######## design 1 ########
**Design 1: wiring heat map**

Bar = 20 um. 15 x 15 tiles, from black (low) to pale yellow (high), scaled to the fullest tile. Values are wire area over tile area, all layers added.
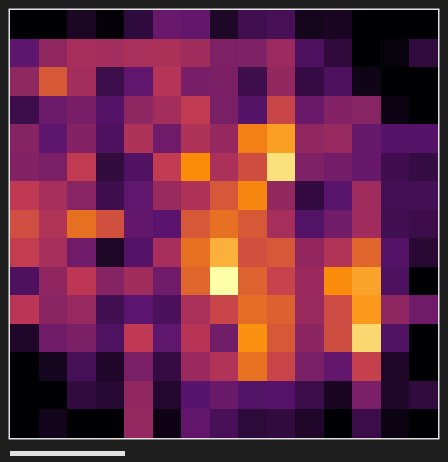

===== config.mk =====
export PLATFORM = sky130hd
export DESIGN_NAME = fetch_unit
export DESIGN_NICKNAME = d
export VERILOG_FILES = /design/src/rtl/fetch_unit.sv
export SDC_FILE = /design/constraint.sdc
export NUM_CORES = 1
export LEC_CHECK = 0
export ABC_AREA = 1
export CAP_MARGIN = 5
export CORE_MARGIN = 2
export CORE_UTILIZATION = 40
export DETAILED_ROUTE_END_ITERATION = 6
export PLACE_DENSITY_LB_ADDON = 0.1
export SETUP_SLACK_MARGIN = 0.15
export SLEW_MARGIN = 30
export SYNTH_ARGS = -nofsm -noshare
export SYNTH_HDL_FRONTEND = slang
export SYNTH_SLANG_ARGS = --single-unit

===== constraint.sdc =====
create_clock -name nclk -period 5.3 [get_ports nclk]
set_clock_uncertainty 0.2 [all_clocks]
set_input_delay 0.795 -clock nclk [delete_from_list [all_inputs] [get_ports nclk]]
set_output_delay 0.795 -clock nclk [all_outputs]
set_load 0.02 [all_outputs]

===== src/rtl/fetch_unit.sv =====
// fetch_unit: instruction-fetch stage in front of the instruction ROM.
// Holds the PC, latches ROM words into the instruction register and handles
// jump / branch / call / ret redirects, stall and halt/resume.
// All state updates on the falling edge of nclk; nreset is async active-low.
// Optional feature macro: FETCH_CALL_STACK_EN (hardware return stack,
// call/ret and the sticky stack_overflow/stack_underflow flags). When it is
// undefined, call and ret are ignored and both flags are tied low.
module fetch_unit #(
  parameter int unsigned       ADDR_W      = 8,
  parameter int unsigned       INSTR_W     = 16,
  parameter logic [ADDR_W-1:0] RESET_PC    = '0,
  parameter int unsigned       STACK_DEPTH = 4
) (
  input  logic               nclk,
  input  logic               nreset,
  output logic [ADDR_W-1:0]  rom_addr,
  input  logic [INSTR_W-1:0] rom_data,
  input  logic               stall,
  input  logic               halt,
  input  logic               resume,
  input  logic               jump,
  input  logic [ADDR_W-1:0]  jump_target,
  input  logic               branch,
  input  logic [ADDR_W-1:0]  branch_offset,
  input  logic               call,
  input  logic               ret,
  output logic [INSTR_W-1:0] instr,
  output logic [ADDR_W-1:0]  instr_pc,
  output logic               instr_valid,
  output logic               halted,
  output logic               stack_overflow,
  output logic               stack_underflow
);

  typedef enum logic {RUN, HALT} state_t;

  state_t             state, state_n;
  logic [ADDR_W-1:0]  pc, pc_n;
  logic [INSTR_W-1:0] instr_n;
  logic [ADDR_W-1:0]  instr_pc_n;
  logic               instr_valid_n;

`ifdef FETCH_CALL_STACK_EN
  localparam int unsigned IDX_W = $clog2(STACK_DEPTH);
  localparam int unsigned SP_W  = IDX_W + 1;

  logic [ADDR_W-1:0] stack [STACK_DEPTH];
  logic [SP_W-1:0]   sp, sp_n;
  logic              overflow_q, overflow_n;
  logic              underflow_q, underflow_n;
  logic              push_en;
  logic [ADDR_W-1:0] push_data;
  logic [IDX_W-1:0]  top_idx;
  logic [IDX_W-1:0]  push_idx;

  assign top_idx         = IDX_W'(sp - SP_W'(1));
  assign push_idx        = IDX_W'(sp);
  assign stack_overflow  = overflow_q;
  assign stack_underflow = underflow_q;
`else
  localparam int unsigned unused_stack_depth = STACK_DEPTH;
  logic unused_stack_inputs;

  assign unused_stack_inputs = ^{call, ret};
  assign stack_overflow      = 1'b0;
  assign stack_underflow     = 1'b0;
`endif

  assign rom_addr = pc;
  assign halted   = (state == HALT);

  // FSM state register
  always_ff @(negedge nclk or negedge nreset) begin
    if (!nreset) state <= RUN;
    else         state <= state_n;
  end

  // Next-state, next-PC and instruction-register update selection
  always_comb begin
    state_n       = state;
    pc_n          = pc;
    instr_n       = instr;
    instr_pc_n    = instr_pc;
    instr_valid_n = instr_valid;
`ifdef FETCH_CALL_STACK_EN
    sp_n          = sp;
    overflow_n    = overflow_q;
    underflow_n   = underflow_q;
    push_en       = 1'b0;
    push_data     = instr_pc + ADDR_W'(1);
`endif
    unique case (state)
      RUN: begin
        if (!stall) begin
          // Every non-fetch edge (redirect or halt entry) discards the word.
          instr_valid_n = 1'b0;
`ifdef FETCH_CALL_STACK_EN
          if (ret) begin
            if (sp == '0) begin
              pc_n        = RESET_PC;
              underflow_n = 1'b1;
            end else begin
              pc_n = stack[top_idx];
              sp_n = sp - SP_W'(1);
            end
          end else if (call) begin
            pc_n = jump_target;
            if (sp == SP_W'(STACK_DEPTH)) begin
              overflow_n = 1'b1;
            end else begin
              push_en = 1'b1;
              sp_n    = sp + SP_W'(1);
            end
          end else
`endif
          if (jump) begin
            pc_n = jump_target;
          end else if (branch) begin
            // Same-width modular add equals sign-extended offset mod 2^ADDR_W.
            pc_n = instr_pc + branch_offset;
          end else if (halt) begin
            state_n = HALT;
          end else begin
            instr_n       = rom_data;
            instr_pc_n    = pc;
            instr_valid_n = 1'b1;
            pc_n          = pc + ADDR_W'(1);
          end
        end
      end
      HALT: begin
        if (resume) state_n = RUN;
      end
      default: state_n = RUN;
    endcase
  end

  // PC and instruction register
  always_ff @(negedge nclk or negedge nreset) begin
    if (!nreset) begin
      pc          <= RESET_PC;
      instr       <= '0;
      instr_pc    <= '0;
      instr_valid <= 1'b0;
    end else begin
      pc          <= pc_n;
      instr       <= instr_n;
      instr_pc    <= instr_pc_n;
      instr_valid <= instr_valid_n;
    end
  end

`ifdef FETCH_CALL_STACK_EN
  // Return-stack pointer and sticky error flags
  always_ff @(negedge nclk or negedge nreset) begin
    if (!nreset) begin
      sp          <= '0;
      overflow_q  <= 1'b0;
      underflow_q <= 1'b0;
    end else begin
      sp          <= sp_n;
      overflow_q  <= overflow_n;
      underflow_q <= underflow_n;
    end
  end

  // Return-stack storage; entries above the pointer are don't-care
  always_ff @(negedge nclk) begin
    if (push_en) stack[push_idx] <= push_data;
  end
`endif

endmodule

######## design 2 ########
<file path="src/rtl/id_ex_operand_stage.sv">
// ID/EX pipeline register with EX-stage forwarding muxes feeding the ALU.
// Also raises the load-use stall and inserts the matching bubble.
module id_ex_operand_stage #(
    parameter int DATA_WIDTH     = 64,
    parameter int ALU_CTRL_WIDTH = 4,
    parameter int REG_ADDR_WIDTH = 5
) (
    input  logic                      clk,
    input  logic                      rst,
    input  logic                      id_valid,
    input  logic [DATA_WIDTH-1:0]     id_pc,
    input  logic [DATA_WIDTH-1:0]     id_rs1_data,
    input  logic [DATA_WIDTH-1:0]     id_rs2_data,
    input  logic [REG_ADDR_WIDTH-1:0] id_rs1_addr,
    input  logic [REG_ADDR_WIDTH-1:0] id_rs2_addr,
    input  logic [REG_ADDR_WIDTH-1:0] id_rd_addr,
    input  logic                      id_uses_rs1,
    input  logic                      id_uses_rs2,
    input  logic [DATA_WIDTH-1:0]     id_imm,
    input  logic [ALU_CTRL_WIDTH-1:0] id_alu_control,
    input  logic [1:0]                id_src_a_sel,
    input  logic                      id_src_b_sel,
    input  logic                      id_reg_write,
    input  logic                      id_mem_read,
    input  logic                      id_mem_write,
    input  logic                      flush,
    input  logic                      hold,
    input  logic                      mem_reg_write,
    input  logic [REG_ADDR_WIDTH-1:0] mem_rd_addr,
    input  logic [DATA_WIDTH-1:0]     mem_result,
    input  logic                      wb_reg_write,
    input  logic [REG_ADDR_WIDTH-1:0] wb_rd_addr,
    input  logic [DATA_WIDTH-1:0]     wb_result,
    output logic                      id_stall,
    output logic                      ex_valid,
    output logic [DATA_WIDTH-1:0]     ex_pc,
    output logic [DATA_WIDTH-1:0]     ex_operand_a,
    output logic [DATA_WIDTH-1:0]     ex_operand_b,
    output logic [ALU_CTRL_WIDTH-1:0] ex_alu_control,
    output logic [DATA_WIDTH-1:0]     ex_store_data,
    output logic [REG_ADDR_WIDTH-1:0] ex_rd_addr,
    output logic                      ex_reg_write,
    output logic                      ex_mem_read,
    output logic                      ex_mem_write
);

    logic [DATA_WIDTH-1:0]     rs1_q, rs2_q, imm_q;
    logic [REG_ADDR_WIDTH-1:0] rs1_addr_q, rs2_addr_q;
    logic [1:0]                src_a_sel_q;
    logic                      src_b_sel_q;

    logic mem_hit1, mem_hit2, wb_hit1, wb_hit2;
    logic wb_cap1, wb_cap2, load_use, clear_ex;
    logic [DATA_WIDTH-1:0] fwd_rs1, fwd_rs2, cap_rs1, cap_rs2;

    // x0 is never a forwarding source, hence the non-zero address checks.
    assign mem_hit1 = mem_reg_write && (mem_rd_addr != '0) && (mem_rd_addr == rs1_addr_q);
    assign mem_hit2 = mem_reg_write && (mem_rd_addr != '0) && (mem_rd_addr == rs2_addr_q);
    assign wb_hit1  = wb_reg_write && (wb_rd_addr != '0) && (wb_rd_addr == rs1_addr_q);
    assign wb_hit2  = wb_reg_write && (wb_rd_addr != '0) && (wb_rd_addr == rs2_addr_q);

    assign fwd_rs1 = mem_hit1 ? mem_result : (wb_hit1 ? wb_result : rs1_q);
    assign fwd_rs2 = mem_hit2 ? mem_result : (wb_hit2 ? wb_result : rs2_q);

    // Same-cycle register-file write/read: take the WB value at capture.
    assign wb_cap1 = wb_reg_write && (wb_rd_addr != '0) && (wb_rd_addr == id_rs1_addr);
    assign wb_cap2 = wb_reg_write && (wb_rd_addr != '0) && (wb_rd_addr == id_rs2_addr);
    assign cap_rs1 = wb_cap1 ? wb_result : id_rs1_data;
    assign cap_rs2 = wb_cap2 ? wb_result : id_rs2_data;

    assign load_use = ex_valid && ex_mem_read && (ex_rd_addr != '0) &&
                      ((id_uses_rs1 && (id_rs1_addr == ex_rd_addr)) ||
                       (id_uses_rs2 && (id_rs2_addr == ex_rd_addr)));
    assign id_stall = load_use && id_valid && !flush;

    // Flush beats hold; a load-use bubble only happens when not held.
    assign clear_ex = rst || flush || (!hold && id_stall);

    always_ff @(posedge clk) begin
        if (clear_ex) begin
            ex_valid       <= 1'b0;
            ex_pc          <= '0;
            rs1_q          <= '0;
            rs2_q          <= '0;
            rs1_addr_q     <= '0;
            rs2_addr_q     <= '0;
            imm_q          <= '0;
            ex_alu_control <= '0;
            src_a_sel_q    <= '0;
            src_b_sel_q    <= 1'b0;
            ex_rd_addr     <= '0;
            ex_reg_write   <= 1'b0;
            ex_mem_read    <= 1'b0;
            ex_mem_write   <= 1'b0;
        end else if (hold) begin
            // Refresh operands so a producer retiring mid-hold is not lost.
            rs1_q <= fwd_rs1;
            rs2_q <= fwd_rs2;
        end else begin
            ex_valid       <= id_valid;
            ex_pc          <= id_pc;
            rs1_q          <= cap_rs1;
            rs2_q          <= cap_rs2;
            rs1_addr_q     <= id_rs1_addr;
            rs2_addr_q     <= id_rs2_addr;
            imm_q          <= id_imm;
            ex_alu_control <= id_alu_control;
            src_a_sel_q    <= id_src_a_sel;
            src_b_sel_q    <= id_src_b_sel;
            ex_rd_addr     <= id_rd_addr;
            ex_reg_write   <= id_valid && id_reg_write;
            ex_mem_read    <= id_valid && id_mem_read;
            ex_mem_write   <= id_valid && id_mem_write;
        end
    end

    always_comb begin
        ex_operand_a = '0;
        case (src_a_sel_q)
            2'b00:   ex_operand_a = fwd_rs1;
            2'b01:   ex_operand_a = ex_pc;
            default: ex_operand_a = '0;
        endcase
    end

    assign ex_operand_b  = src_b_sel_q ? imm_q : fwd_rs2;
    assign ex_store_data = fwd_rs2;

endmodule
</file>
<file path="config.mk">
export PLATFORM = sky130hd
export DESIGN_NAME = id_ex_operand_stage
export DESIGN_NICKNAME = d
export VERILOG_FILES = /design/src/rtl/id_ex_operand_stage.sv
export SDC_FILE = /design/constraint.sdc
export NUM_CORES = 1
export LEC_CHECK = 0
export CORE_AREA = 10 10 260 262
export CTS_BUF_LIST = sky130_fd_sc_hd__clkbuf_4 sky130_fd_sc_hd__clkbuf_8
export DETAILED_ROUTE_END_ITERATION = 7
export DIE_AREA = 0 0 270 272
export GPL_TIMING_DRIVEN = 0
export PLACE_DENSITY = 0.59
export RECOVER_POWER = 50
export SLEW_MARGIN = 30
export SYNTH_ARGS = -nofsm -noshare
export SYNTH_HDL_FRONTEND = slang
export SYNTH_SLANG_ARGS = --single-unit
</file>
<file path="constraint.sdc">
create_clock -name clk -period 3.51 [get_ports clk]
set_clock_uncertainty 0.15 [all_clocks]
set_input_delay 0.5265 -clock clk [delete_from_list [all_inputs] [get_ports clk]]
set_output_delay 0.5265 -clock clk [all_outputs]
set_load 0.01 [all_outputs]
</file>

## Gallery

Met1 routing.
panel A
Bar = 20 um.
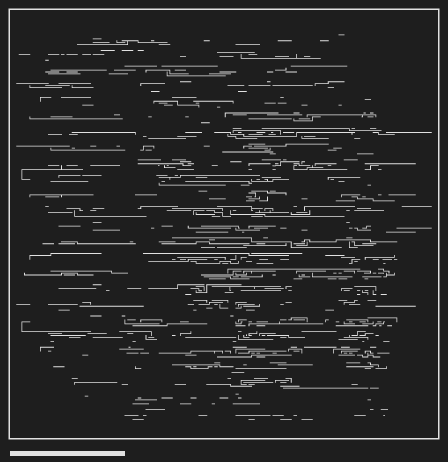
panel B
Bar = 100 um.
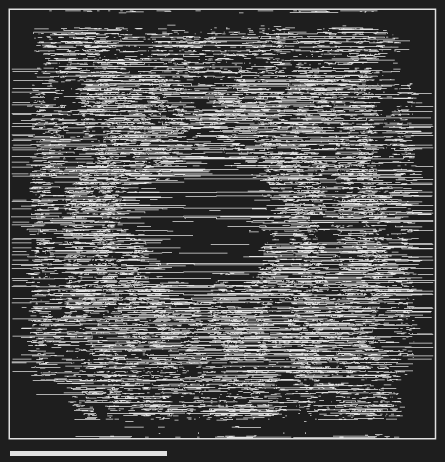
- panel A = design 1
- panel B = design 2

**Design 2: met2 routing**

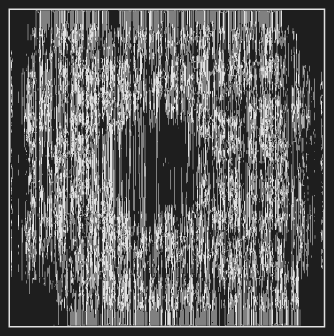
longest straight run = 113 um
main direction = vertical
share of all routed wire = 49%
nets with wire on the layer = 3340
met2 track utilization from global routing: 0.554
routed wire length: 127000 um

==> results.rst, design 2 <==
Flow metrics
------------

.. list-table::
   :header-rows: 1

   * - Metric
     - Value
   * - IO buf count
     - about 700
   * - Number of flip-flops and latches in the synthesized netlist
     - about 280
   * - Type of destination of the critical path
     - primary output
   * - Met3 routed wirelength
     - roughly 11000 um
   * - Final setup vio count
     - 24
   * - Non-clk invs
     - about 66
   * - Final Worst Setup Slack
     - -0.126 ns
   * - Layout buffering overhead excluding clock cells
     - 0.295
   * - Violated checks
     - setup timing
   * - Post-route standard cell area excluding fillers
     - 0.0350 mm^2
   * - Final Hold Vio Count
     - 0
   * - Core region area
     - approximately 0.063 mm^2
   * - Iteration-0 DRC count of the detailed router
     - ~2200
   * - Logic gate fraction of the total cell area
     - 0.469
   * - Top cell types by occurrence after synthesis
     - sky130_fd_sc_hd__dfxtp_1, sky130_fd_sc_hd__nor2_1, sky130_fd_sc_hd__mux2i_1
   * - Run status
     - complete, but fails checks
   * - M1 GR Usage
     - 0.380
   * - Hold path start
     - id_imm[43]
   * - Rows
     - roughly 92
   * - Synth cell types
     - roughly 48
   * - Total number of yosys warnings
     - 0
   * - Antenna Cells
     - 21
   * - Biggest area cells
     - sky130_fd_sc_hd__dfxtp_1, sky130_fd_sc_hd__mux2i_1, sky130_fd_sc_hd__a211oi_1
   * - Launch instance of the worst register-to-register path
     - ex_rd_addr[2]
   * - Number of cells in the finished layout apart from fillers
     - slightly above 4000
   * - Die Size
     - 0.0734 mm^2
   * - Worst min path class
     - in2reg
   * - Final routed DRC violation total
     - 0
   * - Lkg Pwr
     - 13.1 nW
design 2: power by group through the flow:
stage,sequential (mW),combinational [mW],clock [mW]
finish,3.40,3.30,3.78
global route,3.41,3.42,3.94
CTS,3.39,3.08,3.81
detailed placement,3.45,2.64,0
global placement,3.45,2.62,0
floorplan,3.45,1.18,0
design 2: repair_timing:
action | CTS | global route
setup buffers | 85 | 44
cloned | 12 | 1
resized | 1475 | 316
setup endpoints to repair | 192 | 183
pin swaps | 112 | 128
design 2: critical path: cells and delay by family:
| family | cells | cell delay (ns) |
|---|---|---|
| AND-OR/OR-AND | 3 | 0.84 |
| AND/OR/NAND/NOR | 2 | 0.71 |
| buffers and inverters | 6 | 0.87 |
design 2: cells in the final DEF (no fill, tap or decap), drive strengths merged, types with 65 or more instances in the layout:
cell           instances
clkdlybuf4s50        417
buf                  382
dfxtp                282
clkbuf               273
nor2                 220
mux2i                214
nor4                 131
o21ai                130
a211oi               128
dlygate4sd3           77
and2                  67
nand3                 67
inv                   66
o31ai                 65
nor2b                 65
nand2                 65
a21oi                 65
**Design 1: track usage over the die**

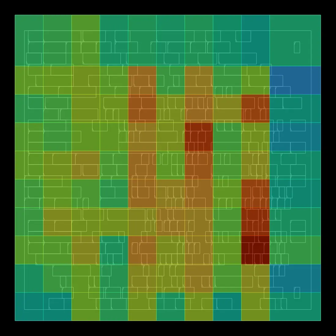
met3 Use GR: 0.0664
Routed WL per cell: 12.2 um

**Design 1: met2 routing**

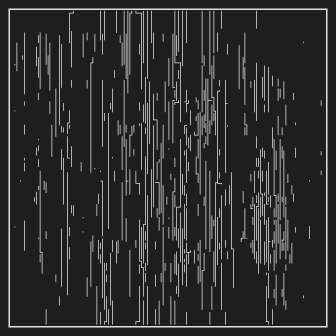
share of all routed wire = 50%
longest straight run = 28.9 um
wire length on this layer = 2300 um
main direction = vertical
nets with wire on the layer = 297

## Picture notes: 'wiring heat map' of design 1
densest ninth of the die = centre
emptiest ninth of the die = north-east
tiles over half the peak = 20%

==> results.rst, design 1 <==
Flow metrics
------------

.. list-table::
   :header-rows: 1

   * - Metric
     - Value
   * - Worst min path class
     - reg2reg
   * - Most instantiated flip-flop cell in the synthesis netlist
     - sky130_fd_sc_hd__dfrtn_1
   * - Share of the core filled with cells
     - 0.618
   * - Combinational share of power
     - 0.470
   * - Area fraction in mux cells
     - 0.124
   * - Non-clock buffer total of the final layout
     - approximately 84
   * - Layer carrying the most global-route usage
     - met2
   * - M1 GR Usage
     - 0.216
   * - Iteration count of the initial detailed-routing pass
     - 4
   * - Worst IR Drop VDD
     - between 0.15 and 0.2 mV
   * - Number of nets in the layout
     - 358
   * - End of the worst hold path
     - instr_valid
   * - Area share of fa/ha/maj cells after synthesis
     - 0.0603
   * - Synth cell types
     - 33
   * - Logic area
     - 0.00101 mm^2
   * - Routed met1 length
     - 1870 um
   * - Post-placement cell count
     - between 300 and 400
   * - Routed wire length
     - 4580 um
   * - Post-CTS setup repair buffer count
     - 3
   * - Run status
     - finished clean
   * - Sequential Power Share
     - 0.363
   * - Launch instance of the worst register-to-register path
     - instr_pc[0]
   * - Hpwl dp
     - 3530 um
   * - Internal portion of total power
     - around 0.67 mW
   * - Total track usage
     - 0.177
   * - Yosys synthesis chip area
     - 0.00199 mm^2
   * - Power dissipated in sequential cells
     - ~0.38 mW
   * - Largest net degree at the start of global routing
     - 35
   * - Final Worst Setup Slack
     - 0.228 ns
   * - Biggest consumer
     - combinational cells
==> design 1: how the worst max path moves through the flow <==
stage | startpoint | end | slack (ns) | cells past startpoint
final | branch_offset[3] | rom_addr[6] | 0.23 | 10
after floorplan | branch_offset[0] | rom_addr[6] | 0.40 | 13
after detailed placement | branch_offset[0] | rom_addr[6] | -0.25 | 14
after CTS | rom_addr[2] | rom_addr[2] | 0.19 | 1
after global placement | branch_offset[0] | rom_addr[6] | -0.21 | 14
after global routing | branch_offset[3] | rom_addr[6] | 0.15 | 10
==> design 1: worst max-delay path, stage by stage <==
cell	delay, ns
sky130_fd_sc_hd__clkdlybuf4s50_1	0.40
sky130_fd_sc_hd__ha_1	0.30
sky130_fd_sc_hd__or2_2	0.32
sky130_fd_sc_hd__nand3b_1	0.12
sky130_fd_sc_hd__buf_4	0.11
sky130_fd_sc_hd__nand3b_1	0.08
sky130_fd_sc_hd__nand3_2	0.09
sky130_fd_sc_hd__nand2_1	0.05
sky130_fd_sc_hd__nand2_1	0.05
sky130_fd_sc_hd__nand2_1	0.04


==> gallery <==
Local utilization.
image #1
Bar = 20 um. 7 x 7 tiles, from black (low) to pale yellow (high), 0 to 100% covered.
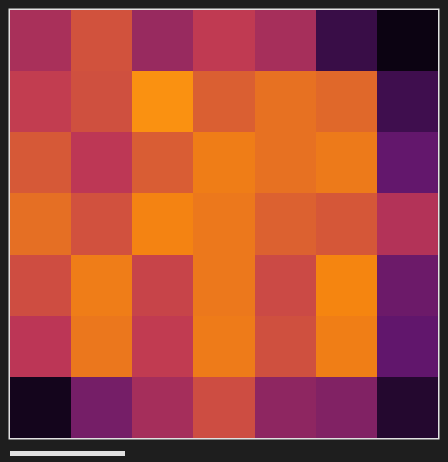
image #2
Bar = 100 um. 27 x 27 tiles, from black (low) to pale yellow (high), 0 to 100% covered.
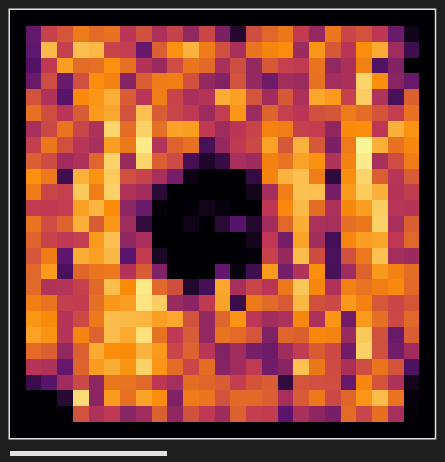
Image #1 is design 1.
Image #2 is design 2.

Key to image #2:
mean over tiles = 46%
nearly empty tiles = 20%
emptiest ninth of the die = centre
fullest tile = 98%
tiles over 75% full = 17%

Power figures rest on the tool's default switching activity, not on a simulated workload.
